=== seq_squarer ===
Figure 1. Signal wires by layer (seq_squarer).
Two of the layers only.
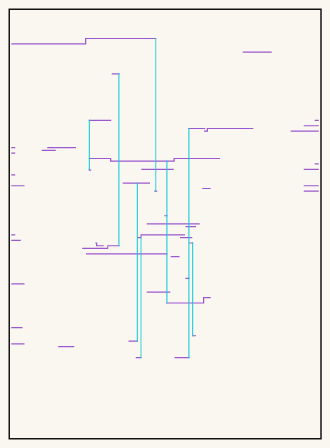

### src/rtl/seq_squarer.sv
// Sequential shift-and-add squarer.
// Accepts an unsigned operand in idle, runs exactly WIDTH add/shift iterations, then pulses
// done_o for one cycle while sq_o presents the exact square. sq_o only changes on the
// completion edge, so it keeps the previous result while a new square is being computed.
module seq_squarer #(
  parameter int unsigned WIDTH = 8
) (
  input  logic               clk_i,
  input  logic               rst_n_i,
  input  logic               start_i,
  input  logic [WIDTH-1:0]   x_i,
  output logic               busy_o,
  output logic               done_o,
  output logic [2*WIDTH:0]   sq_o
);

  // Result, accumulator and multiplicand share one width; one spare bit keeps every
  // intermediate sum from overflowing.
  localparam int unsigned RW = 2 * WIDTH + 1;
  // Counter must hold 0..WIDTH-1.
  localparam int unsigned CW = (WIDTH > 1) ? $clog2(WIDTH) : 1;
  localparam logic [CW-1:0] LastIter = CW'(WIDTH - 1);

  typedef enum logic [1:0] {
    StIdle,
    StCalc,
    StDone
  } state_e;

  state_e           state_q, state_d;
  logic [RW-1:0]    mcand_q, mcand_d;
  logic [WIDTH-1:0] mplier_q, mplier_d;
  logic [RW-1:0]    acc_q, acc_d;
  logic [CW-1:0]    cnt_q, cnt_d;
  logic [RW-1:0]    sq_q, sq_d;
  logic             busy_q, busy_d;
  logic             done_q, done_d;
  logic [RW-1:0]    acc_sum;

  // Next-state and datapath: one add/shift step per CALC cycle.
  always_comb begin
    state_d  = state_q;
    mcand_d  = mcand_q;
    mplier_d = mplier_q;
    acc_d    = acc_q;
    cnt_d    = cnt_q;
    sq_d     = sq_q;
    acc_sum  = mplier_q[0] ? (acc_q + mcand_q) : acc_q;

    unique case (state_q)
      StIdle: begin
        if (start_i) begin
          mcand_d  = {{(WIDTH + 1){1'b0}}, x_i};
          mplier_d = x_i;
          acc_d    = '0;
          cnt_d    = '0;
          state_d  = StCalc;
        end
      end
      StCalc: begin
        acc_d    = acc_sum;
        mcand_d  = {mcand_q[RW-2:0], 1'b0};
        mplier_d = {1'b0, mplier_q[WIDTH-1:1]};
        cnt_d    = cnt_q + CW'(1);
        // The last iteration publishes its own sum directly, saving a cycle.
        if (cnt_q == LastIter) begin
          sq_d    = acc_sum;
          state_d = StDone;
        end
      end
      StDone: begin
        state_d = StIdle;
      end
      default: begin
        state_d = StIdle;
      end
    endcase

    // Outputs follow the registered state, so they are Moore by construction.
    busy_d = (state_d != StIdle);
    done_d = (state_d == StDone);
  end

  // State and datapath registers with synchronous active-low reset.
  always_ff @(posedge clk_i) begin
    if (!rst_n_i) begin
      state_q  <= StIdle;
      mcand_q  <= '0;
      mplier_q <= '0;
      acc_q    <= '0;
      cnt_q    <= '0;
      sq_q     <= '0;
      busy_q   <= 1'b0;
      done_q   <= 1'b0;
    end else begin
      state_q  <= state_d;
      mcand_q  <= mcand_d;
      mplier_q <= mplier_d;
      acc_q    <= acc_d;
      cnt_q    <= cnt_d;
      sq_q     <= sq_d;
      busy_q   <= busy_d;
      done_q   <= done_d;
    end
  end

  assign busy_o = busy_q;
  assign done_o = done_q;
  assign sq_o   = sq_q;

`ifndef SYNTHESIS
  // A square of a WIDTH-bit value never reaches the top bit.
  sq_msb_zero_a : assert property (@(posedge clk_i) disable iff (!rst_n_i) !sq_q[RW-1]);
  // DONE always falls back to IDLE, so done_o never lasts two cycles.
  done_pulse_a : assert property (@(posedge clk_i) disable iff (!rst_n_i) done_q |=> !done_q);
  // Outputs stay consistent with the state register.
  done_busy_a : assert property (@(posedge clk_i) disable iff (!rst_n_i) done_q |-> busy_q);
`endif

endmodule

### config.mk
export PLATFORM = sky130hd
export DESIGN_NAME = seq_squarer
export DESIGN_NICKNAME = d
export VERILOG_FILES = /design/src/rtl/seq_squarer.sv
export SDC_FILE = /design/constraint.sdc
export NUM_CORES = 1
export LEC_CHECK = 0
export ABC_AREA = 0
export CAP_MARGIN = 30
export CORE_ASPECT_RATIO = 1.4
export CORE_MARGIN = 2
export CORE_UTILIZATION = 45
export CTS_CLUSTER_DIAMETER = 120
export DETAILED_ROUTE_END_ITERATION = 8
export PLACE_DENSITY_LB_ADDON = 0.1
export SYNTH_ARGS = -nofsm -noshare
export SYNTH_HDL_FRONTEND = slang
export SYNTH_SLANG_ARGS = --single-unit
### constraint.sdc
create_clock -name clk_i -period 2.35 [get_ports clk_i]
set_input_delay 0.235 -clock clk_i [delete_from_list [all_inputs] [get_ports clk_i]]
set_output_delay 0.235 -clock clk_i [all_outputs]
set_load 0.02 [all_outputs]
=== serial_add_ctrl ===
<file path="src/rtl/serial_add_ctrl.sv">
// Bit-serial add/subtract sequencer: one full-add step per clock, LSB first, with start/busy/done handshake.
// Latency: accept edge + WIDTH processing edges, done for one cycle; start is ignored while busy (back-to-back from DONE).
module serial_add_ctrl #(
    parameter int WIDTH = 8
) (
    input  logic             clk,
    input  logic             rst_n,
    input  logic             start,
    input  logic             sub,
    input  logic [WIDTH-1:0] a_in,
    input  logic [WIDTH-1:0] b_in,
    input  logic             cin,
    output logic             busy,
    output logic             done,
    output logic [WIDTH-1:0] sum,
    output logic             cout,
    output logic             ovf
);
    localparam int CW = $clog2(WIDTH);

    typedef enum logic [1:0] {
        IDLE = 2'b00,
        RUN  = 2'b01,
        DONE = 2'b10
    } state_t;

    state_t           state_q, state_d;
    logic [WIDTH-1:0] a_q, a_d;
    logic [WIDTH-1:0] b_q, b_d;
    logic [WIDTH-1:0] s_q, s_d;
    logic             carry_q, carry_d;
    logic [CW-1:0]    cnt_q, cnt_d;
    logic [WIDTH-1:0] sum_q, sum_d;
    logic             cout_q, cout_d;
    logic             ovf_q, ovf_d;

    logic             bit_s;
    logic             bit_c;
    logic [WIDTH-1:0] s_shift;

    always_ff @(posedge clk or negedge rst_n) begin
        if (!rst_n) begin
            state_q <= IDLE;
            a_q     <= '0;
            b_q     <= '0;
            s_q     <= '0;
            carry_q <= 1'b0;
            cnt_q   <= '0;
            sum_q   <= '0;
            cout_q  <= 1'b0;
            ovf_q   <= 1'b0;
        end else begin
            state_q <= state_d;
            a_q     <= a_d;
            b_q     <= b_d;
            s_q     <= s_d;
            carry_q <= carry_d;
            cnt_q   <= cnt_d;
            sum_q   <= sum_d;
            cout_q  <= cout_d;
            ovf_q   <= ovf_d;
        end
    end

    always_comb begin
        state_d = state_q;
        a_d     = a_q;
        b_d     = b_q;
        s_d     = s_q;
        carry_d = carry_q;
        cnt_d   = cnt_q;
        sum_d   = sum_q;
        cout_d  = cout_q;
        ovf_d   = ovf_q;

        bit_s   = a_q[0] ^ b_q[0] ^ carry_q;
        bit_c   = (a_q[0] & b_q[0]) | (a_q[0] & carry_q) | (b_q[0] & carry_q);
        s_shift = {bit_s, s_q[WIDTH-1:1]};

        case (state_q)
            IDLE, DONE: begin
                if (start) begin
                    // Subtraction is A + ~B + 1, so cout=1 means no borrow.
                    a_d     = a_in;
                    b_d     = sub ? ~b_in : b_in;
                    carry_d = sub ? 1'b1 : cin;
                    cnt_d   = '0;
                    state_d = RUN;
                end else begin
                    state_d = IDLE;
                end
            end
            RUN: begin
                s_d     = s_shift;
                a_d     = a_q >> 1;
                b_d     = b_q >> 1;
                carry_d = bit_c;
                if (cnt_q == CW'(WIDTH - 1)) begin
                    // carry_q here is the carry into the MSB.
                    sum_d   = s_shift;
                    cout_d  = bit_c;
                    ovf_d   = bit_c ^ carry_q;
                    state_d = DONE;
                end else begin
                    cnt_d = cnt_q + 1'b1;
                end
            end
            default: state_d = IDLE;
        endcase
    end

    assign busy = (state_q == RUN);
    assign done = (state_q == DONE);
    assign sum  = sum_q;
    assign cout = cout_q;
    assign ovf  = ovf_q;

endmodule

</file>
<file path="config.mk">
export PLATFORM = sky130hd
export DESIGN_NAME = serial_add_ctrl
export DESIGN_NICKNAME = d
export VERILOG_FILES = /design/src/rtl/serial_add_ctrl.sv
export SDC_FILE = /design/constraint.sdc
export NUM_CORES = 1
export LEC_CHECK = 0
export ABC_AREA = 1
export CAP_MARGIN = 30
export CORE_MARGIN = 4
export CORE_UTILIZATION = 38
export DETAILED_ROUTE_END_ITERATION = 7
export PLACE_DENSITY = 0.72
export SYNTH_ARGS = -nofsm -noshare
export SYNTH_HDL_FRONTEND = slang
export SYNTH_SLANG_ARGS = --single-unit
</file>
<file path="constraint.sdc">
create_clock -name clk -period 1.45 [get_ports clk]
set_input_delay 0.2175 -clock clk [delete_from_list [all_inputs] [get_ports clk]]
set_output_delay 0.2175 -clock clk [all_outputs]
set_load 0.005 [all_outputs]
</file>
Figure 2. Clock routing (serial_add_ctrl).
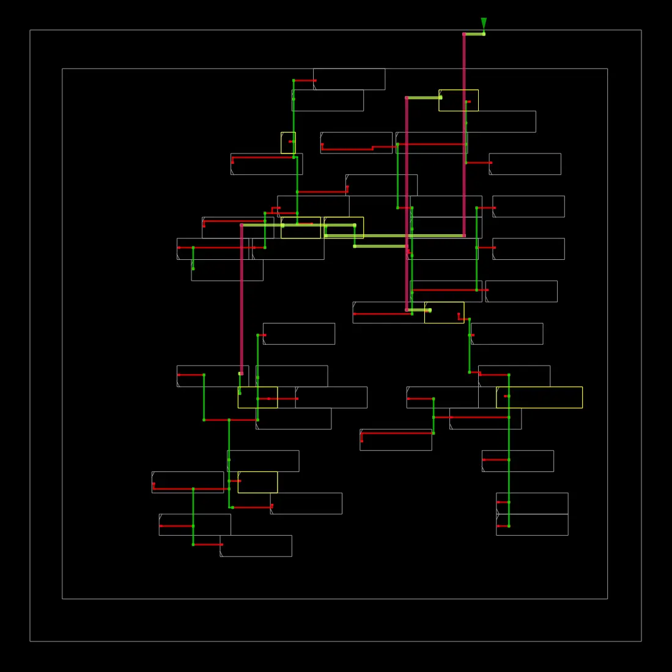
clk ins delay skew pair: 0.29 ns
CTS Buf Count: 5
Clk. pwr: 0.000921 W
clock buf count: 6
Fin Clk Skew: 0.00465 ns

==> commit_impl_results.txt, serial_add_ctrl <==
Refresh implementation metrics

* Run status: completed
* Top class by area: flip-flops and latches
* Setup crit end: busy
- Placed cell count: 328
* Initial antenna violation count: 0
- Wl on met1: 1.63 mm
- Global routing used 12.7% of the available tracks.
- The tool flagged a number of max-cap violations equal to 0.
- Vias after detailed routing: 1536
* Global-route wire length before repair: 6.32 mm
* Number of core rows: 25
- The number of hold buffers added after CTS was 1.
- The flow reports power dissipated in sequential cells as 0.00187 W.
* Largest net degree at the start of global routing: 25
* Area Overhead vs Synth: 29.2%
* Resize count post-CTS: 3
- Ranking of synthesized cells by area: dfrtp_1 (52%), nand2_1 (19%), nand3_1 (11%), inv_1 (4.4%), buf_6 (2.4%)
- Switching power share of the total: 35.7%
- Crit-path max FO: 3
* ANT cells: 0
* Fin worst setup slack: 0.0473 ns
- According to the dpl log, the detail-placed design has an HPWL of 2.63 mm.
* Arrival time reported for the critical path endpoint: 1.19 ns
* Net count after synthesis: 253
* Uppermost metal layer occupied by signal nets: met4
* Final worst path period need: 1.40 ns
- The final design was reported to hold multi-input combinational gates totalling 157.
- The power report attributes to the sequential group a share of 39.9%.
- For the pin with the worst max-slew slack, the measured transition is 0.391 ns.
* Power group with the highest consumption: combinational cells
* Worst reg2reg path startpoint: cnt_q[0]$_DFFE_PN0P_
- Combined area of the multi-input logic cells: 742 um2
* Synthesis warning total: 0
- According to the timing report, the critical path is launched from state_q[0]$_DFFE_PN0P_.
* Terminus of the critical flop-to-flop path: cnt_q[0]$_DFFE_PN0P_
- Power in combinational cells: 0.00190 W
- Multi-input gates account for 30.5% of the area.
* Post-route core utilization: 51.2%
- Tap insertion was completed with 67 tapcells.
* Slowest library cell on the worst path: dfrtp_2
* #FFs+latches synth: 39
- Cell area reported after detailed placement: 2280 um2
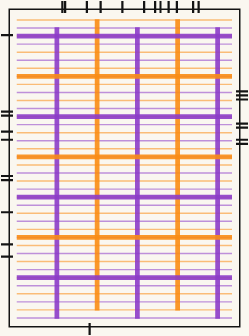
Figure 3: seq_squarer, PDN straps and rails.
Pins as bars on the die edge.
[orange] VDD
[purple] VSS
signal pins: 30
met4 straps: 5
worst-case vdd ir drop: 0.000541 V
Die Ht: 107 um
Placeable Area: 7310 um2

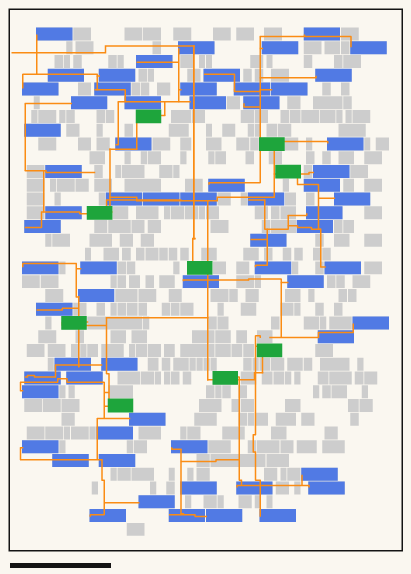
Figure 4: seq_squarer, clock wires, drivers and flops.
The bar under the picture is 20 um long.
[green] cells driving clock nets | count: 9
[orange] clock wires | length: 925 um
[blue] flip-flops | count: 66
routed clock nets: 10
Clk. pwr: 0.00110 W
Fin Clk Skew: 0.00825 ns
clk ins delay skew pair: 0.35 ns
relative contribution of the clock network to total power: 44.4%

Notes on Figure 1 above:
[purple] met3 | wire length: 261 um
[cyan] met4 | wire length: 278 um
total wirelength of the detailed-routed design: 9.05 mm
vias after detailed routing: 3060

==> commit_impl_results.txt, seq_squarer <==
Refresh implementation metrics

- Endpoint kind of the worst setup timing path: flop
- In the hold timing report, the worst path depth is 2.
* Top logic cell family in the synthesized netlist: AND-OR/OR-AND gates
- Net count after synthesis: 422
- Worst hold endpoint: sq_o[4]$_SDFFE_PN0P_
- In the Yosys report, the sequential cells make up 39.0% of the chip area.
* Core Density at Floorplan: 46.4%
- Finish-stage setup viols: 0
* Ranking of synthesized cells by area: dfxtp_1 (39%), ha_1 (6.6%), nor2_1 (5.4%), a22oi_1 (4.2%), a21oi_1 (4.0%)
- Crit-path cells: ha_1 > a2111oi_0 > o21ai_1 > a31oi_1 > xnor2_1 > mux2i_1 > a21oi_1
* Count of fill cells added during filler insertion: 741
- Switching power share of the total: 24.1%
* Worst reg-to-reg setup slack: 0.14 ns
- The report counts max-capacitance violations totalling 0.
- Run status: completed
* CP Depth: 7
- For reference, the most critical setup path is categorized as flop to flop.
- The via count of the first global-routing pass came to 2965.
* Initial antenna violation count: 0
* Uppermost metal layer occupied by signal nets: met4
* Power group with the highest consumption: sequential cells
* Met2 WL post-DR: 4.48 mm
- Cell area reported after detailed placement: 3800 um2
- The repair_antennas step left the layout with diodes totalling 0.
- Global routing used 23.4% of the available tracks.
* Drt first-iter violations: 248
* Compound-Gate Fraction of Synth Area: 27.8%
- The final layout reports a setup TNS of 0 ns.
* Flop Count: 66
- In the final routed layout, each cell accounts on average for 17.4 um.
- The internal portion of the total power is 0.00188 W.
* Number of cell instances after yosys synthesis: 392
- Routability-driven placement congestion ratio: 0.960
- At the placement stage, the worst setup path has a slack of 0.0674 ns.
- For this run the aggregate overflow at the end of global routing stands at 0.
- In this run the deepest clock path goes through 2 buffers.

=== imem_loader_flat ===
Figure 5. Clock wires, drivers and flops (imem_loader_flat).
The bar under the picture is 20 um long.
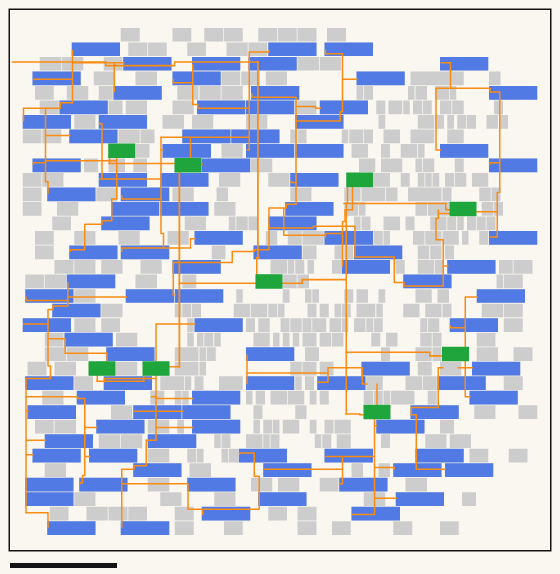

## src/rtl/imem_loader_if.sv

```systemverilog
// rtl/imem_loader_if.sv - byte stream in, instruction memory write port out
interface imem_loader_if #(
  parameter int PC_W  = 8,
  parameter int INS_W = 32
);
  logic             rx_valid;
  logic [7:0]       rx_data;
  logic             rx_ready;
  logic             im_wr_en;
  logic [PC_W-1:0]  im_wr_addr;
  logic [INS_W-1:0] im_wr_data;

  // The loader owns the memory write port and sinks the byte stream.
  modport master (
    input  rx_valid, rx_data,
    output rx_ready, im_wr_en, im_wr_addr, im_wr_data
  );

  // Byte source and instruction memory side.
  modport slave (
    output rx_valid, rx_data,
    input  rx_ready, im_wr_en, im_wr_addr, im_wr_data
  );
endinterface

```

## src/rtl/imem_loader.sv

```systemverilog
// rtl/imem_loader.sv - framed byte stream to instruction memory writer with checksum gate
module imem_loader #(
  parameter int PC_W  = 8,
  parameter int INS_W = 32
) (
  input  logic          clk,
  input  logic          reset,
  input  logic          start,
  imem_loader_if.master bus,
  output logic          core_reset_n,
  output logic          done,
  output logic          error
);

  typedef enum logic [2:0] {
    S_IDLE  = 3'd0,
    S_LEN   = 3'd1,
    S_DATA  = 3'd2,
    S_WRITE = 3'd3,
    S_CSUM  = 3'd4,
    S_DONE  = 3'd5,
    S_ERR   = 3'd6
  } state_t;

  // Largest image that fits: one word per 4-byte slot.
  localparam logic [31:0] CAP = 32'd1 << (PC_W - 2);

  state_t           state_q, state_d;
  logic [7:0]       len_q;
  logic [8:0]       count_q;
  logic [PC_W-1:0]  addr_q;
  logic [1:0]       byte_idx_q;
  logic [23:0]      word_q;
  logic [7:0]       csum_q;
  logic [PC_W-1:0]  wr_addr_q;
  logic [INS_W-1:0] wr_data_q;

  logic xfer;
  logic load_start;
  logic last_word;
  logic len_too_big;

  assign xfer        = bus.rx_valid && bus.rx_ready;
  assign load_start  = start && (state_q == S_IDLE || state_q == S_DONE || state_q == S_ERR);
  assign last_word   = (count_q + 9'd1) == {1'b0, len_q};
  assign len_too_big = {24'd0, bus.rx_data} > CAP;

  // State register; reset parks the loader in IDLE with the core held.
  always_ff @(posedge clk or negedge reset) begin
    if (!reset) state_q <= S_IDLE;
    else        state_q <= state_d;
  end

  // Next-state: frame walk LEN -> (DATA/WRITE)* -> CSUM -> DONE/ERR.
  always_comb begin
    state_d = state_q;
    case (state_q)
      S_IDLE, S_DONE, S_ERR: if (start) state_d = S_LEN;
      S_LEN: begin
        if (xfer) begin
          if (bus.rx_data == 8'd0) state_d = S_CSUM;
          else if (len_too_big)    state_d = S_ERR;
          else                     state_d = S_DATA;
        end
      end
      S_DATA:  if (xfer && byte_idx_q == 2'd3) state_d = S_WRITE;
      S_WRITE: state_d = last_word ? S_CSUM : S_DATA;
      S_CSUM: begin
        if (xfer) state_d = (bus.rx_data == csum_q) ? S_DONE : S_ERR;
      end
      default: state_d = S_IDLE;
    endcase
  end

  // Outputs decoded from state; the core only runs after a verified load.
  always_comb begin
    bus.rx_ready = 1'b0;
    bus.im_wr_en = 1'b0;
    done         = 1'b0;
    error        = 1'b0;
    core_reset_n = 1'b0;
    case (state_q)
      S_LEN, S_DATA, S_CSUM: bus.rx_ready = 1'b1;
      S_WRITE:               bus.im_wr_en = 1'b1;
      S_DONE: begin
        done         = 1'b1;
        core_reset_n = 1'b1;
      end
      S_ERR:                 error = 1'b1;
      default: ;
    endcase
  end

  assign bus.im_wr_addr = wr_addr_q;
  assign bus.im_wr_data = wr_data_q;

  // Datapath: byte packing, checksum, word/address counters, write-port capture.
  always_ff @(posedge clk or negedge reset) begin
    if (!reset) begin
      len_q      <= '0;
      count_q    <= '0;
      addr_q     <= '0;
      byte_idx_q <= '0;
      word_q     <= '0;
      csum_q     <= '0;
      wr_addr_q  <= '0;
      wr_data_q  <= '0;
    end else begin
      if (load_start) begin
        addr_q     <= '0;
        byte_idx_q <= '0;
        csum_q     <= '0;
        count_q    <= '0;
      end
      if (state_q == S_LEN && xfer) len_q <= bus.rx_data;
      if (state_q == S_DATA && xfer) begin
        byte_idx_q <= byte_idx_q + 2'd1;
        csum_q     <= csum_q ^ bus.rx_data;
        case (byte_idx_q)
          2'd0: word_q[7:0]   <= bus.rx_data;
          2'd1: word_q[15:8]  <= bus.rx_data;
          2'd2: word_q[23:16] <= bus.rx_data;
          default: begin
            // Last byte goes straight into the write port so WRITE follows the edge.
            wr_data_q <= {bus.rx_data, word_q};
            wr_addr_q <= addr_q;
          end
        endcase
      end
      if (state_q == S_WRITE) begin
        count_q <= count_q + 9'd1;
        // Skip the step after the final word so a full image never wraps to 0.
        if (!last_word) addr_q <= addr_q + PC_W'(4);
      end
    end
  end

endmodule
```

## src/flat_wrapper.sv

```systemverilog
// flat-port wrapper written by rule: the top's interface ports become plain ports
module imem_loader_flat 
#(
  parameter int PC_W  = 8,
  parameter int INS_W = 32
)
  (clk, reset, start, core_reset_n, done, error, bus_rx_valid, bus_rx_data, bus_rx_ready, bus_im_wr_en, bus_im_wr_addr, bus_im_wr_data);
  imem_loader_if #(.PC_W(PC_W), .INS_W(INS_W)) bus_i ();
  input  logic clk;
  input  logic reset;
  input  logic start;
  output logic core_reset_n;
  output logic done;
  output logic error;
  input wire logic [$bits(bus_i.rx_valid)-1:0] bus_rx_valid;
  input wire logic [$bits(bus_i.rx_data)-1:0] bus_rx_data;
  output wire logic [$bits(bus_i.rx_ready)-1:0] bus_rx_ready;
  output wire logic [$bits(bus_i.im_wr_en)-1:0] bus_im_wr_en;
  output wire logic [$bits(bus_i.im_wr_addr)-1:0] bus_im_wr_addr;
  output wire logic [$bits(bus_i.im_wr_data)-1:0] bus_im_wr_data;
  assign bus_i.rx_valid = bus_rx_valid;
  assign bus_i.rx_data = bus_rx_data;
  assign bus_rx_ready = bus_i.rx_ready;
  assign bus_im_wr_en = bus_i.im_wr_en;
  assign bus_im_wr_addr = bus_i.im_wr_addr;
  assign bus_im_wr_data = bus_i.im_wr_data;
  imem_loader #(.PC_W(PC_W), .INS_W(INS_W)) u_core (.clk(clk), .reset(reset), .start(start), .bus(bus_i), .core_reset_n(core_reset_n), .done(done), .error(error));
endmodule
```

## config.mk

```make
export PLATFORM = sky130hd
export DESIGN_NAME = imem_loader_flat
export DESIGN_NICKNAME = d
export VERILOG_FILES = /design/src/rtl/imem_loader_if.sv /design/src/rtl/imem_loader.sv /design/src/flat_wrapper.sv
export SDC_FILE = /design/constraint.sdc
export NUM_CORES = 1
export LEC_CHECK = 0
export CAP_MARGIN = 20
export CORE_MARGIN = 2
export CORE_UTILIZATION = 50
export CTS_CLUSTER_DIAMETER = 200
export DETAILED_ROUTE_END_ITERATION = 12
export PLACE_DENSITY_LB_ADDON = 0.12
export SLEW_MARGIN = 10
export SYNTH_ARGS = -nofsm -noshare
export SYNTH_HDL_FRONTEND = slang
export SYNTH_SLANG_ARGS = --single-unit
```

## constraint.sdc

```tcl
create_clock -name clk -period 3.55 [get_ports clk]
set_input_delay 1.065 -clock clk [delete_from_list [all_inputs] [get_ports clk]]
set_output_delay 1.065 -clock clk [all_outputs]
set_load 0.005 [all_outputs]
```

=== axi_info_rd_slice ===
[config.mk]
export PLATFORM = sky130hd
export DESIGN_NAME = axi_info_rd_slice
export DESIGN_NICKNAME = d
export VERILOG_FILES = /design/src/rtl/axi_info_pkg.sv /design/src/rtl/axi_info_rd_slice.sv
export SDC_FILE = /design/constraint.sdc
export NUM_CORES = 1
export LEC_CHECK = 0
export ABC_AREA = 0
export CAP_MARGIN = 5
export CELL_PAD_IN_SITES_DETAIL_PLACEMENT = 2
export CELL_PAD_IN_SITES_GLOBAL_PLACEMENT = 2
export CORE_MARGIN = 4
export CORE_UTILIZATION = 24
export DETAILED_ROUTE_END_ITERATION = 10
export PLACE_DENSITY = 0.84
export SLEW_MARGIN = 20
export SYNTH_ARGS = -nofsm -noshare
export SYNTH_HDL_FRONTEND = slang
export SYNTH_SLANG_ARGS = --single-unit
[constraint.sdc]
create_clock -name ap_clk -period 1.25 [get_ports ap_clk]
set_input_delay 0.25 -clock ap_clk [delete_from_list [all_inputs] [get_ports ap_clk]]
set_output_delay 0.25 -clock ap_clk [all_outputs]
set_load 0.01 [all_outputs]
[src/rtl/axi_info_pkg.sv]
// Shared types for the info-register read path: read FSM states and AXI RRESP codes.
package axi_info_pkg;

    typedef enum logic [1:0] {
        ST_IDLE = 2'd0,
        ST_ADDR = 2'd1,
        ST_WAIT = 2'd2,
        ST_RESP = 2'd3
    } rd_state_t;

    localparam logic [1:0] RESP_OKAY   = 2'b00;
    localparam logic [1:0] RESP_SLVERR = 2'b10;

endpackage

[src/rtl/axi_info_rd_slice.sv]
// Fully registered single-outstanding AXI-Lite read slice in front of the info register bank.
// Latency: AR handshake cycle 0 -> m_axi_ARVALID cycle 1 -> s_axi_RVALID cycle 3 (zero-wait bank).
// Backpressure: one read in flight; upstream stalls on ARREADY=0; AXI_INFO_RD_SLICE_TIMEOUT_EN adds WAIT timeout + drain.
module axi_info_rd_slice
    import axi_info_pkg::*;
#(
    parameter int ADDR_WIDTH = 5,
    parameter int DATA_WIDTH = 32,
    parameter int TIMEOUT    = 256
) (
    input  logic                  ap_clk,
    input  logic                  ap_rst,
    input  logic                  s_axi_ARVALID,
    output logic                  s_axi_ARREADY,
    input  logic [ADDR_WIDTH-1:0] s_axi_ARADDR,
    output logic                  s_axi_RVALID,
    input  logic                  s_axi_RREADY,
    output logic [DATA_WIDTH-1:0] s_axi_RDATA,
    output logic [1:0]            s_axi_RRESP,
    output logic                  m_axi_ARVALID,
    input  logic                  m_axi_ARREADY,
    output logic [ADDR_WIDTH-1:0] m_axi_ARADDR,
    input  logic                  m_axi_RVALID,
    output logic                  m_axi_RREADY,
    input  logic [DATA_WIDTH-1:0] m_axi_RDATA,
    input  logic [1:0]            m_axi_RRESP
);

    if (TIMEOUT < 2) begin : g_bad_timeout
        $error("axi_info_rd_slice: TIMEOUT must be >= 2");
    end

    rd_state_t state, state_nxt;
    logic      ar_take;
    logic      rd_take;
    logic      expire;
    logic      drain;
    logic      drain_nxt;

    assign ar_take = (state == ST_IDLE) && s_axi_ARVALID && s_axi_ARREADY;
    assign rd_take = (state == ST_WAIT) && m_axi_RVALID && m_axi_RREADY;

`ifdef AXI_INFO_RD_SLICE_TIMEOUT_EN
    localparam int CNT_W = $clog2(TIMEOUT);

    logic [CNT_W-1:0] cnt;

    // A beat in the expiry cycle wins over the timeout.
    assign expire = (state == ST_WAIT) && !rd_take && (cnt == CNT_W'(TIMEOUT - 1));

    always_ff @(posedge ap_clk or posedge ap_rst) begin
        if (ap_rst) begin
            cnt <= '0;
        end else if (state != ST_WAIT) begin
            cnt <= '0;
        end else begin
            cnt <= cnt + 1'b1;
        end
    end

    // After a timeout the bank still owes one beat; swallow it before issuing the next address.
    always_comb begin
        drain_nxt = drain;
        if (expire) begin
            drain_nxt = 1'b1;
        end else if (drain && m_axi_RVALID && m_axi_RREADY) begin
            drain_nxt = 1'b0;
        end
    end

    always_ff @(posedge ap_clk or posedge ap_rst) begin
        if (ap_rst) begin
            drain <= 1'b0;
        end else begin
            drain <= drain_nxt;
        end
    end
`else
    assign expire    = 1'b0;
    assign drain     = 1'b0;
    assign drain_nxt = 1'b0;
`endif

    always_comb begin
        state_nxt = state;
        case (state)
            ST_IDLE: if (ar_take) state_nxt = ST_ADDR;
            ST_ADDR: if (m_axi_ARVALID && m_axi_ARREADY) state_nxt = ST_WAIT;
            ST_WAIT: if (rd_take || expire) state_nxt = ST_RESP;
            ST_RESP: if (s_axi_RVALID && s_axi_RREADY) state_nxt = ST_IDLE;
            default: state_nxt = ST_IDLE;
        endcase
    end

    // Handshake outputs are precomputed from the next state so every port is a flop.
    always_ff @(posedge ap_clk or posedge ap_rst) begin
        if (ap_rst) begin
            state         <= ST_IDLE;
            s_axi_ARREADY <= 1'b0;
            s_axi_RVALID  <= 1'b0;
            s_axi_RDATA   <= '0;
            s_axi_RRESP   <= RESP_OKAY;
            m_axi_ARVALID <= 1'b0;
            m_axi_ARADDR  <= '0;
            m_axi_RREADY  <= 1'b0;
        end else begin
            state         <= state_nxt;
            s_axi_ARREADY <= (state_nxt == ST_IDLE);
            s_axi_RVALID  <= (state_nxt == ST_RESP);
            m_axi_ARVALID <= (state_nxt == ST_ADDR) && !drain_nxt;
            m_axi_RREADY  <= (state_nxt == ST_WAIT) || drain_nxt;
            if (ar_take) begin
                m_axi_ARADDR <= s_axi_ARADDR;
            end
            if (rd_take) begin
                s_axi_RDATA <= m_axi_RDATA;
                s_axi_RRESP <= m_axi_RRESP;
            end else if (expire) begin
                s_axi_RDATA <= '0;
                s_axi_RRESP <= RESP_SLVERR;
            end
        end
    end

endmodule

=== key_event_scheduler ===
**src/rtl/key_event_scheduler.sv**
```systemverilog
// key_event_scheduler: turns debounced key levels into PRESS/RELEASE/LONG/REPEAT events
// and serialises them onto one valid/ready stream with round-robin arbitration.
module key_event_scheduler #(
    parameter int N_KEYS     = 4,
    parameter int IDW        = 2,
    parameter int LONG_CNT   = 50,
    parameter int REPEAT_CNT = 10
) (
    input  logic              clk,
    input  logic              rst,
    input  logic              tick,
    input  logic [N_KEYS-1:0] key_in,
    output logic              evt_valid,
    input  logic              evt_ready,
    output logic [IDW-1:0]    evt_key,
    output logic [1:0]        evt_code,
    output logic              ovf,
    input  logic              ovf_clr
);
    typedef enum logic [1:0] {IDLE, HELD, RPT} state_t;
    localparam logic [1:0] PRESS = 2'd0, RELEASE = 2'd1, LONG = 2'd2, REPEAT = 2'd3;
    localparam logic [7:0] LONG_M1 = 8'(LONG_CNT - 1);
    localparam logic [7:0] RPT_M1 = 8'(REPEAT_CNT - 1);

    state_t            state_q [N_KEYS];
    state_t            state_d [N_KEYS];
    logic [7:0]        cnt_q [N_KEYS];
    logic [7:0]        cnt_d [N_KEYS];
    logic [N_KEYS-1:0] emit;
    logic [1:0]        code [N_KEYS];
    logic [N_KEYS-1:0] slot_full_q, slot_full_d, take, drop;
    logic [1:0]        slot_code_q [N_KEYS];
    logic [1:0]        slot_code_d [N_KEYS];
    logic [IDW-1:0]    rr_q, rr_d, gnt_idx, evt_key_q, evt_key_d;
    logic              gnt_vld, load;
    logic              evt_valid_q, evt_valid_d, ovf_q, ovf_d;
    logic [1:0]        evt_code_q, evt_code_d;

    always_comb begin
        for (int i = 0; i < N_KEYS; i++) begin
            state_d[i] = state_q[i];
            cnt_d[i]   = cnt_q[i];
            emit[i]    = 1'b0;
            code[i]    = PRESS;
            case (state_q[i])
                IDLE: if (!key_in[i]) begin
                    emit[i]    = 1'b1;
                    cnt_d[i]   = '0;
                    state_d[i] = HELD;
                end
                HELD: if (key_in[i]) begin
                    emit[i]    = 1'b1;
                    code[i]    = RELEASE;
                    state_d[i] = IDLE;
                end else if (tick) begin
                    emit[i]    = cnt_q[i] == LONG_M1;
                    code[i]    = LONG;
                    cnt_d[i]   = emit[i] ? '0 : cnt_q[i] + 8'd1;
                    state_d[i] = emit[i] ? RPT : HELD;
                end
                RPT: if (key_in[i]) begin
                    emit[i]    = 1'b1;
                    code[i]    = RELEASE;
                    state_d[i] = IDLE;
                end else if (tick) begin
                    emit[i]  = cnt_q[i] == RPT_M1;
                    code[i]  = REPEAT;
                    cnt_d[i] = emit[i] ? '0 : cnt_q[i] + 8'd1;
                end
                default: state_d[i] = IDLE;
            endcase
        end
    end

    // First full slot at or after the round-robin pointer, with wrap-around.
    always_comb begin
        gnt_vld = 1'b0;
        gnt_idx = '0;
        for (int k = 0; k < N_KEYS; k++) begin
            if (!gnt_vld && slot_full_q[(int'(rr_q) + k) % N_KEYS]) begin
                gnt_vld = 1'b1;
                gnt_idx = IDW'((int'(rr_q) + k) % N_KEYS);
            end
        end
    end

    assign load = !evt_valid_q || evt_ready;
    assign take = (load && gnt_vld) ? (N_KEYS'(1) << gnt_idx) : '0;

    // A slot being drained on this edge can accept a new event without loss.
    always_comb begin
        for (int i = 0; i < N_KEYS; i++) begin
            drop[i]        = emit[i] && slot_full_q[i] && !take[i];
            slot_full_d[i] = emit[i] || (slot_full_q[i] && !take[i]);
            slot_code_d[i] = (emit[i] && !drop[i]) ? code[i] : slot_code_q[i];
        end
        ovf_d       = |drop ? 1'b1 : ovf_clr ? 1'b0 : ovf_q;
        evt_valid_d = load ? gnt_vld : evt_valid_q;
        evt_key_d   = (load && gnt_vld) ? gnt_idx : evt_key_q;
        evt_code_d  = (load && gnt_vld) ? slot_code_q[gnt_idx] : evt_code_q;
        rr_d        = (load && gnt_vld) ? ((gnt_idx == IDW'(N_KEYS - 1)) ? '0 : gnt_idx + IDW'(1)) : rr_q;
    end

    always_ff @(posedge clk or posedge rst) begin
        if (rst) begin
            for (int i = 0; i < N_KEYS; i++) begin
                state_q[i]     <= IDLE;
                cnt_q[i]       <= '0;
                slot_code_q[i] <= PRESS;
            end
            slot_full_q <= '0;
            rr_q        <= '0;
            evt_valid_q <= 1'b0;
            evt_key_q   <= '0;
            evt_code_q  <= PRESS;
            ovf_q       <= 1'b0;
        end else begin
            for (int i = 0; i < N_KEYS; i++) begin
                state_q[i]     <= state_d[i];
                cnt_q[i]       <= cnt_d[i];
                slot_code_q[i] <= slot_code_d[i];
            end
            slot_full_q <= slot_full_d;
            rr_q        <= rr_d;
            evt_valid_q <= evt_valid_d;
            evt_key_q   <= evt_key_d;
            evt_code_q  <= evt_code_d;
            ovf_q       <= ovf_d;
        end
    end

    assign evt_valid = evt_valid_q;
    assign evt_key   = evt_key_q;
    assign evt_code  = evt_code_q;
    assign ovf       = ovf_q;
endmodule
```
**config.mk**
```make
export PLATFORM = sky130hd
export DESIGN_NAME = key_event_scheduler
export DESIGN_NICKNAME = d
export VERILOG_FILES = /design/src/rtl/key_event_scheduler.sv
export SDC_FILE = /design/constraint.sdc
export NUM_CORES = 1
export LEC_CHECK = 0
export ABC_CLOCK_PERIOD_IN_PS = 2740
export CORE_UTILIZATION = 55
export CTS_CLUSTER_DIAMETER = 80
export CTS_CLUSTER_SIZE = 14
export DETAILED_ROUTE_END_ITERATION = 10
export PLACE_DENSITY = 0.73
export SLEW_MARGIN = 20
export SYNTH_ARGS = -nofsm -noshare
export SYNTH_HDL_FRONTEND = slang
export SYNTH_SLANG_ARGS = --single-unit
```
**constraint.sdc**
```tcl
create_clock -name clk -period 2.74 [get_ports clk]
set_input_delay 0.274 -clock clk [delete_from_list [all_inputs] [get_ports clk]]
set_output_delay 0.274 -clock clk [all_outputs]
set_load 0.02 [all_outputs]
```
=== seq_serializer ===
## src/rtl/seq_serializer.sv

```systemverilog
// Parallel-to-serial feeder for the 1011 detector: WIDTH-bit words in over valid/ready, one bit per clock on xout.
// Latency: first bit appears one clock after the accept edge; back-to-back words stream with no idle bit.
// Backpressure: din_ready only in IDLE or on a word's last bit; din_valid at other times is ignored and the source holds din.
module seq_serializer #(
    parameter int WIDTH     = 8,
    parameter bit MSB_FIRST = 1'b1,
    parameter bit IDLE_BIT  = 1'b0
) (
    input  logic             clk,
    input  logic             rst,
    input  logic [WIDTH-1:0] din,
    input  logic             din_valid,
    output logic             din_ready,
    output logic             xout,
    output logic             xout_valid,
    output logic             frame_done,
    output logic             busy,
    output logic [15:0]      word_cnt
);

    localparam int CW = $clog2(WIDTH);
    localparam logic [CW-1:0] LAST = CW'(WIDTH - 1);

    typedef enum logic {
        IDLE,
        SHIFT
    } state_t;

    state_t           state_q;
    state_t           state_d;
    logic [WIDTH-1:0] shreg;
    logic [CW-1:0]    bit_cnt;
    logic             last_bit;
    logic             accept;
    logic             first_bit;
    logic             next_bit;
    logic [WIDTH-1:0] load_val;
    logic [WIDTH-1:0] shift_val;

    assign last_bit   = (state_q == SHIFT) && (bit_cnt == LAST);
    assign din_ready  = (state_q == IDLE) || last_bit;
    assign accept     = din_valid && din_ready;
    assign frame_done = xout_valid && (bit_cnt == LAST);
    assign busy       = (state_q == SHIFT);

    // The register holds the bits not yet on xout, pre-shifted so the next bit sits at the outgoing end.
    assign first_bit  = MSB_FIRST ? din[WIDTH-1] : din[0];
    assign next_bit   = MSB_FIRST ? shreg[WIDTH-1] : shreg[0];
    assign load_val   = MSB_FIRST ? (din << 1) : (din >> 1);
    assign shift_val  = MSB_FIRST ? (shreg << 1) : (shreg >> 1);

    always_ff @(posedge clk or negedge rst) begin
        if (!rst) begin
            state_q <= IDLE;
        end else begin
            state_q <= state_d;
        end
    end

    always_comb begin
        state_d = state_q;
        case (state_q)
            IDLE:    if (accept) state_d = SHIFT;
            SHIFT:   if (last_bit && !accept) state_d = IDLE;
            default: state_d = IDLE;
        endcase
    end

    always_ff @(posedge clk or negedge rst) begin
        if (!rst) begin
            shreg      <= '0;
            bit_cnt    <= '0;
            xout       <= IDLE_BIT;
            xout_valid <= 1'b0;
            word_cnt   <= '0;
        end else begin
            if (accept) begin
                shreg      <= load_val;
                xout       <= first_bit;
                xout_valid <= 1'b1;
                bit_cnt    <= '0;
            end else if (state_q == SHIFT && !last_bit) begin
                shreg      <= shift_val;
                xout       <= next_bit;
                bit_cnt    <= bit_cnt + CW'(1);
            end else if (last_bit) begin
                xout       <= IDLE_BIT;
                xout_valid <= 1'b0;
                bit_cnt    <= '0;
            end
            if (last_bit) begin
                word_cnt <= word_cnt + 16'd1;
            end
        end
    end

endmodule

```

## config.mk

```make
export PLATFORM = sky130hd
export DESIGN_NAME = seq_serializer
export DESIGN_NICKNAME = d
export VERILOG_FILES = /design/src/rtl/seq_serializer.sv
export SDC_FILE = /design/constraint.sdc
export NUM_CORES = 1
export LEC_CHECK = 0
export CORE_UTILIZATION = 52
export CTS_CLUSTER_DIAMETER = 80
export DETAILED_ROUTE_END_ITERATION = 7
export PLACE_DENSITY = 0.92
export SLEW_MARGIN = 20
export SYNTH_ARGS = -nofsm -noshare
export SYNTH_HDL_FRONTEND = slang
export SYNTH_SLANG_ARGS = --single-unit
```

## constraint.sdc

```tcl
create_clock -name clk -period 2.6 [get_ports clk]
set_input_delay 0.39 -clock clk [delete_from_list [all_inputs] [get_ports clk]]
set_output_delay 0.39 -clock clk [all_outputs]
set_load 0.02 [all_outputs]
```


==> screenshots <==
PDN straps and rails.
Pins as bars on the die edge.
image #1
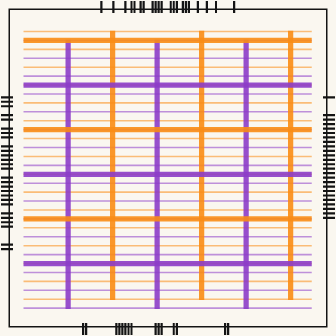
image #2
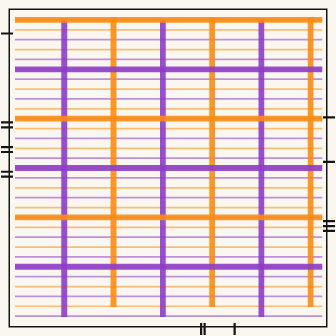
image #3
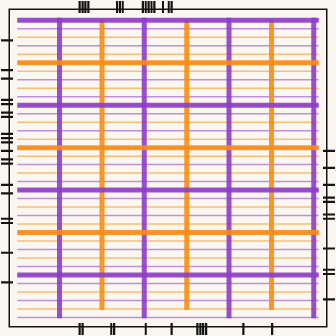
image #4
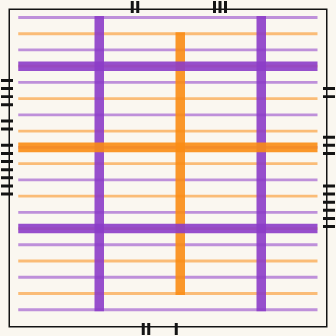
Of these, fewest pins: image #2
image #1 -> axi_info_rd_slice
image #3 -> imem_loader_flat
image #4 -> seq_serializer
image #2 -> key_event_scheduler

Key to image #3:
[orange] VDD
[purple] VSS
signal pins: 57
rows: 35
met1 rails: 36
met4 straps: 7

Figure 6. Clock wires, drivers and flops (key_event_scheduler).
The bar under the picture is 20 um long.
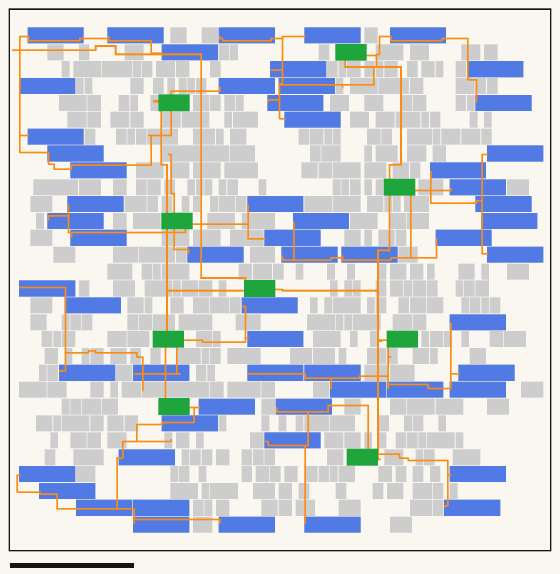
[green] cells driving clock nets | count: 9
[blue] flip-flops | count: 60
[orange] clock wires | length: 878 um
flops lie: spread over the die
Fin Clk Skew: 0.00845 ns
relative contribution of the clock network to total power: 23.3%
Clk. pwr: 0.000895 W

==> commit_impl_results.txt, key_event_scheduler <==
Refresh implementation metrics

- Run status: completed
- Buffers added to address setup during post-CTS repair amount to 0.
- Global routing consumed, over all layers together, 22.6% of the routing resources.
* Net count after synthesis: 476
- In this run the number of cells on the critical path is 9.
* Slowest library cell on the worst path: dfrtp_1
- Total wirelength of the detailed-routed design: 7.94 mm
* Horizontal extent of the die: 87.1 um
* Hold slack final: 0.283 ns
- Counting the fill cells in the layout gives 583.
* Routed wire length per instance: 14.4 um
* Met1 Track Usage GR: 32.6%
* XOR Share, Synth: 0%
- The top cell type in the final layout, fill and taps aside, is dfrtp_1.
- Slew Limit Headroom: 58.7%
- Layout cell share with drive strength beyond 1: 10.5%
* Max incr delay on CP: 0.44 ns
- Core Density at Floorplan: 57.6%
* Ranking of synthesized cells by area: dfrtp_1 (38%), ha_1 (9.1%), nand2_1 (4.6%), o21ai_0 (4.5%), inv_1 (3.0%)
- Non-clock buffers in the final layout number 17.
- Number of cell instances after yosys synthesis: 438
* Wl on met1: 4.13 mm
- Finish-stage setup viols: 0
- Looking at the power breakdown, combinational cells take 42.3% of the total.
- The total area inside the core boundary comes to 6910 um2.
- Share of synthesized cell area in and, or, nand and nor gates: 22.3%
- Worst r2r path cells: 9
- Final worst-path cycle share: 89.6%
- Entering global routing, the biggest net connects 61 pins.
- The clock network takes up 4.91% of total cell area after layout.
* Crit-path cells: mux2i_1 > o22ai_1 > or2_2 > inv_1 > ha_1 > nand2_1 > nand2_1 > or3b_4 > mux2_4
- For this run, combinational gates with multiple inputs come to 332.
* Hold Vio Cnt, Final: 0
- Share of the synthesized area in the top cell type: 37.7%
* RSZ-0062 raised after global routing: false
* Tool warnings: 46
* Largest registers: cnt_q (32), slot_code_q (8), state_q (8)
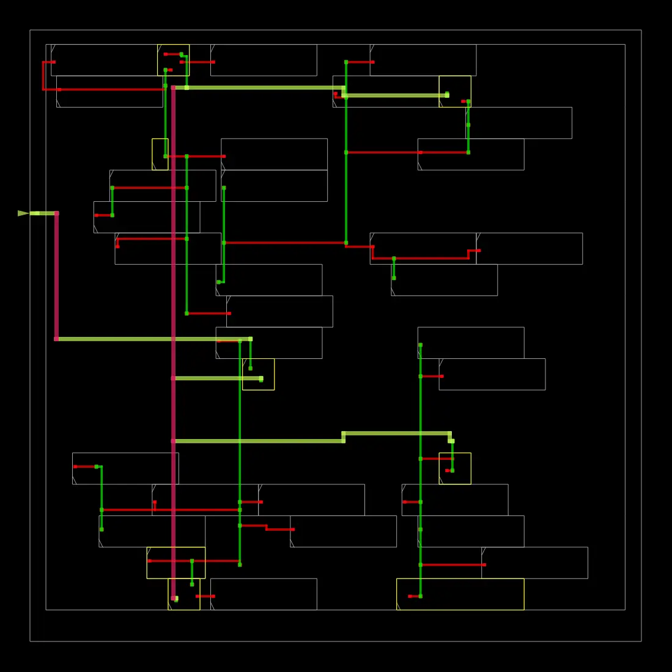
Figure 7: seq_serializer, clock routing.
Fin Clk Skew: 0.0125 ns
number of sinks handled by clock tree synthesis: 29
clk ins delay skew pair: 0.34 ns
Clk. pwr: 0.000386 W

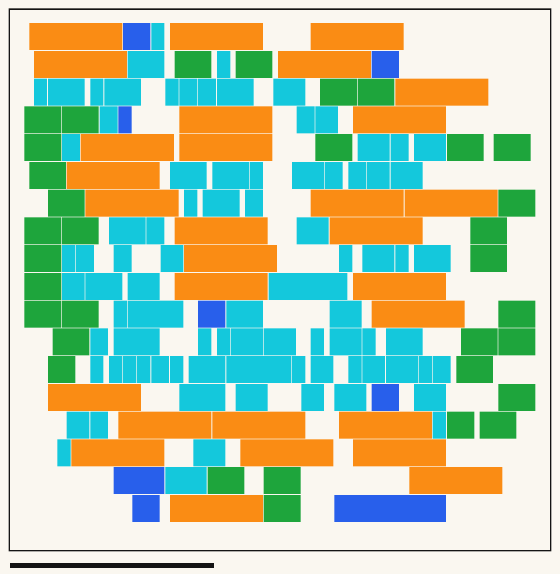
Figure 8: seq_serializer, placed cells, one colour a class.
The bar under the picture is 20 um long.
[blue] clock drivers and dummy loads | cells: 8 | share of their area: 4.9%
[orange] flops | cells: 29 | share of their area: 42%
[cyan] all other logic | cells: 85 | share of their area: 34%
[green] other buffers and delay cells | cells: 33 | share of their area: 19%
Placeable Area: 2450 um2
post-route core utilization: 72.0%

==> commit_impl_results.txt, seq_serializer <==
Refresh implementation metrics

- The flow ran to the end, and the final reports show no timing, DRC or antenna violations.
- Largest registers: word_cnt (16), shreg (7), bit_cnt (3)
- Resize count post-CTS: 0
- Number of global-route vias before repair: 955
- Horizontal extent of the die: 52.9 um
* Met3 layer usage reported by global route: 9.77%
- Max-slew check failures listed in the final report amount to 0.
- Subtracting the final worst setup slack from the clock period gives 2.41 ns.
- Synthesis warning total: 0
- In this run, CTS created clock tree buffers numbering 5.
- In the finished design the tool counted flip-flops and latches totalling 29.
- For the worst flop-to-flop path, the logic depth is 6.
- Per-instance average area after synthesis: 11.3 um2
- Category of the critical setup timing path: flop to output pin
* Net count after synthesis: 133
- Final ANT Viol Nets: 0
* Number of nets at the end of the flow: 168
* Synth unique cells: 29
- The layout report lists the non-clock buffer share of cell area as 18.4%.
- Total wirelength of the detailed-routed design: 2.50 mm
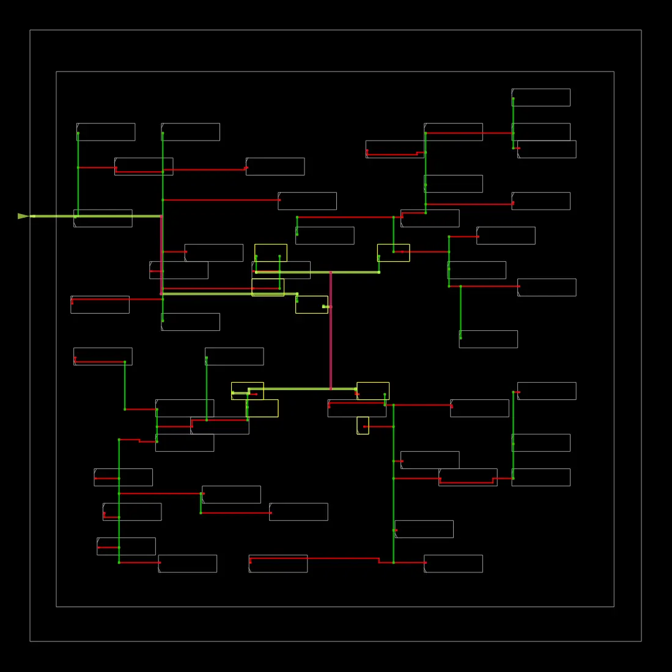
Figure 9: axi_info_rd_slice, clock routing.
Clk. pwr: 0.000995 W
Flop Count: 45

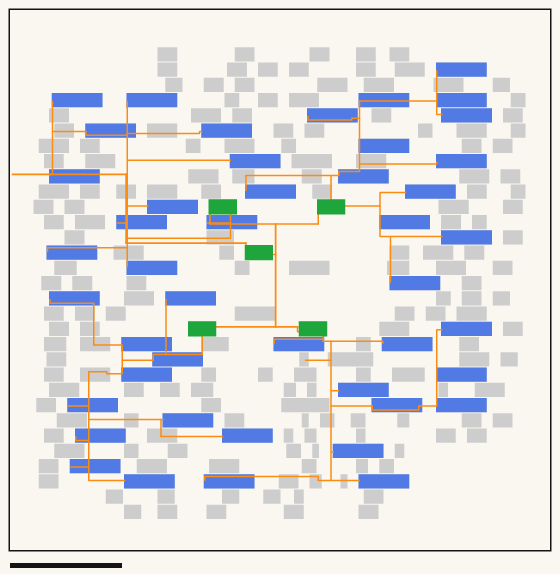
Figure 10: axi_info_rd_slice, clock wires, drivers and flops.
The bar under the picture is 20 um long.
[blue] flip-flops | count: 45
[green] cells driving clock nets | count: 5
[orange] clock wires | length: 631 um
routed clock nets: 6
flops lie: spread over the die
relative contribution of the clock network to total power: 14.3%
Fin Clk Skew: 0.00433 ns
clk ins delay skew pair: 0.29 ns

==> commit_impl_results.txt, axi_info_rd_slice <==
Refresh implementation metrics

- The flow ran to the end, but the final reports show violations.
* Violated checks: negative setup slack
* Sequential group share of total power: 37.4%
- Fin worst setup slack: -0.0530 ns
- Compound-Gate Fraction of Synth Area: 1.60%
- The last timing report of the flow puts the setup violation total at 39.
* Invs w/o clock: 1
- Worst reg-to-reg setup slack: -0.04 ns
- Worst r2r path cells: 2
- Power group with the highest consumption: combinational cells
- For this sky-water flow run, the detailed-routed wirelength per cell is reported as 15.8 um.
- Routability-driven placement congestion ratio: 0.703
- The initial antenna violation count was 0.
- The critical path's slowest stage uses the library cell clkdlybuf4s50_1.
- Fill cells in the final layout number 727.
- Summed over all failing endpoints, the final setup total negative slack is -1.39 ns.
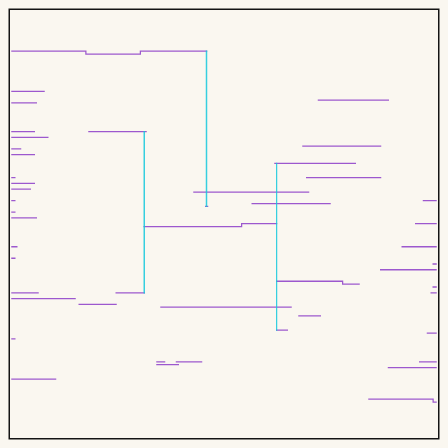
Figure 11: imem_loader_flat, signal wires by layer.
Two of the layers only.
[cyan] met4 | wire length: 114 um
[purple] met3 | wire length: 448 um
vias after detailed routing: 3286
Total Routing Usage GR: 21.1%
routed wire length per instance: 17.2 um
total wirelength of the detailed-routed design: 9.96 mm

About Figure 5:
[orange] clock wires | length: 1250 um
[blue] flip-flops | count: 102
[green] cells driving clock nets | count: 9
routed clock nets: 10
flops lie: spread over the die
Clk. pwr: 0.000700 W
Fin Clk Skew: 0.0217 ns
clk ins delay skew pair: 0.38 ns
relative contribution of the clock network to total power: 16.4%

==> commit_impl_results.txt, imem_loader_flat <==
Refresh implementation metrics

* Share of the synthesized area in the top cell type: 54.0%
- The first global-routing pass estimated 16.7 mm of wire.
- Final worst path period need: 3.17 ns
- Number of sinks handled by clock tree synthesis: 102
* Hold Vio Cnt, Final: 0
- MI comb cells: 272
- Horizontal extent of the die: 101 um
- CP Depth: 5
- For the completed layout, the total cell area is recorded as 5580 um2.
* Final worst-path cycle share: 89.2%
* Arrival time reported for the critical path endpoint: 2.10 ns
- Share of total power in combinational logic: 37.5%
- The non-clock inverters instantiated in the layout total 8.
- Netlist area before placement: 4720 um2
* Multi-input combinational area share: 36.1%
- Number of global-route vias before repair: 3244
- Met1 Track Usage GR: 29.4%
- TritonCTS built the clock tree.
- The tool warning count for the run is 29.
* Sequential group share of total power: 46.0%
- VDD sags by at most 0.000540 V.
- Resize count post-CTS: 0
* Power in combinational cells: 0.00160 W
- Setup repair after global routing left no endpoint under its margin.
- Routed length on met3: 447 um
* Pins over their slew limit: 0
- Per the synth stats, the proportion of register bits with asynchronous set or reset is 100%.
- Primary FF master, synth: dfrtp_1
* Pin slew with the least headroom to its limit: 0.691 ns
- Count of fill cells added during filler insertion: 761
- Run status: completed
* Commonest cells after routing, fill and taps aside: dfrtp_1 (102), mux2_2 (71), clkdlybuf4s50_1 (55), o21ai_0 (37), nand2_1 (30)
- Maximum level of the CTS H-tree: 3
* DPL Wire Length: 6.68 mm
- Max Clk Rate: 316 MHz
- Pre-antenna DRT Iters: 4


==> notes/layouts.md <==
Pictures saved along the way, in no particular order.

Clock routing.
shot_01.png
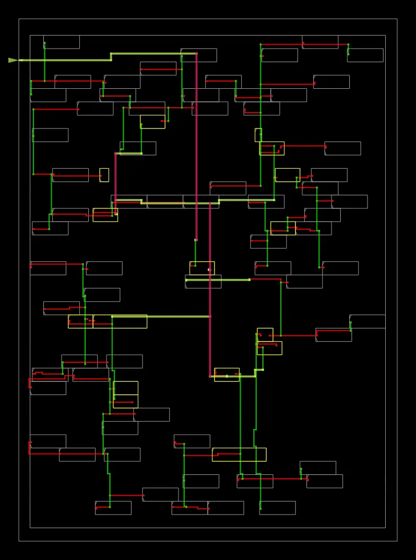
shot_02.png
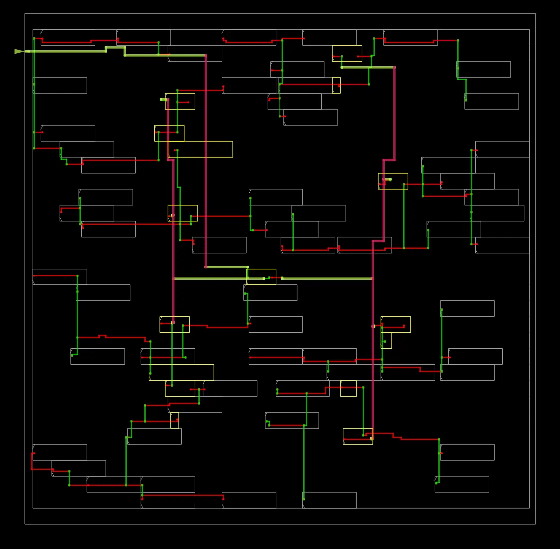
shot_03.png
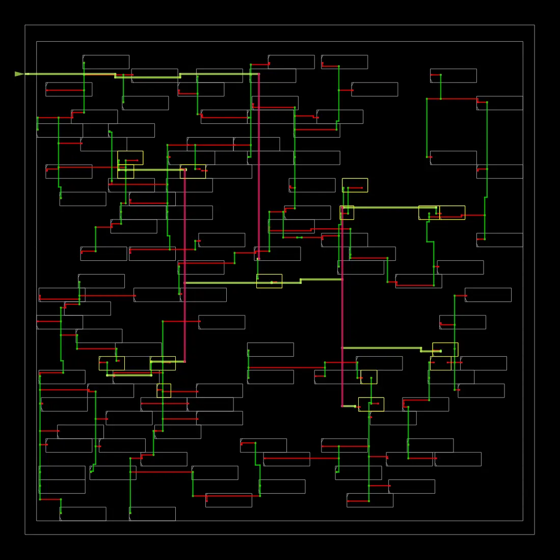
| picture | from |
|---|---|
| shot_01.png | seq_squarer |
| shot_02.png | key_event_scheduler |
| shot_03.png | imem_loader_flat |
- most sequential cells: shot_03.png

No activity file was given, so power comes from the tool's default toggle rates.
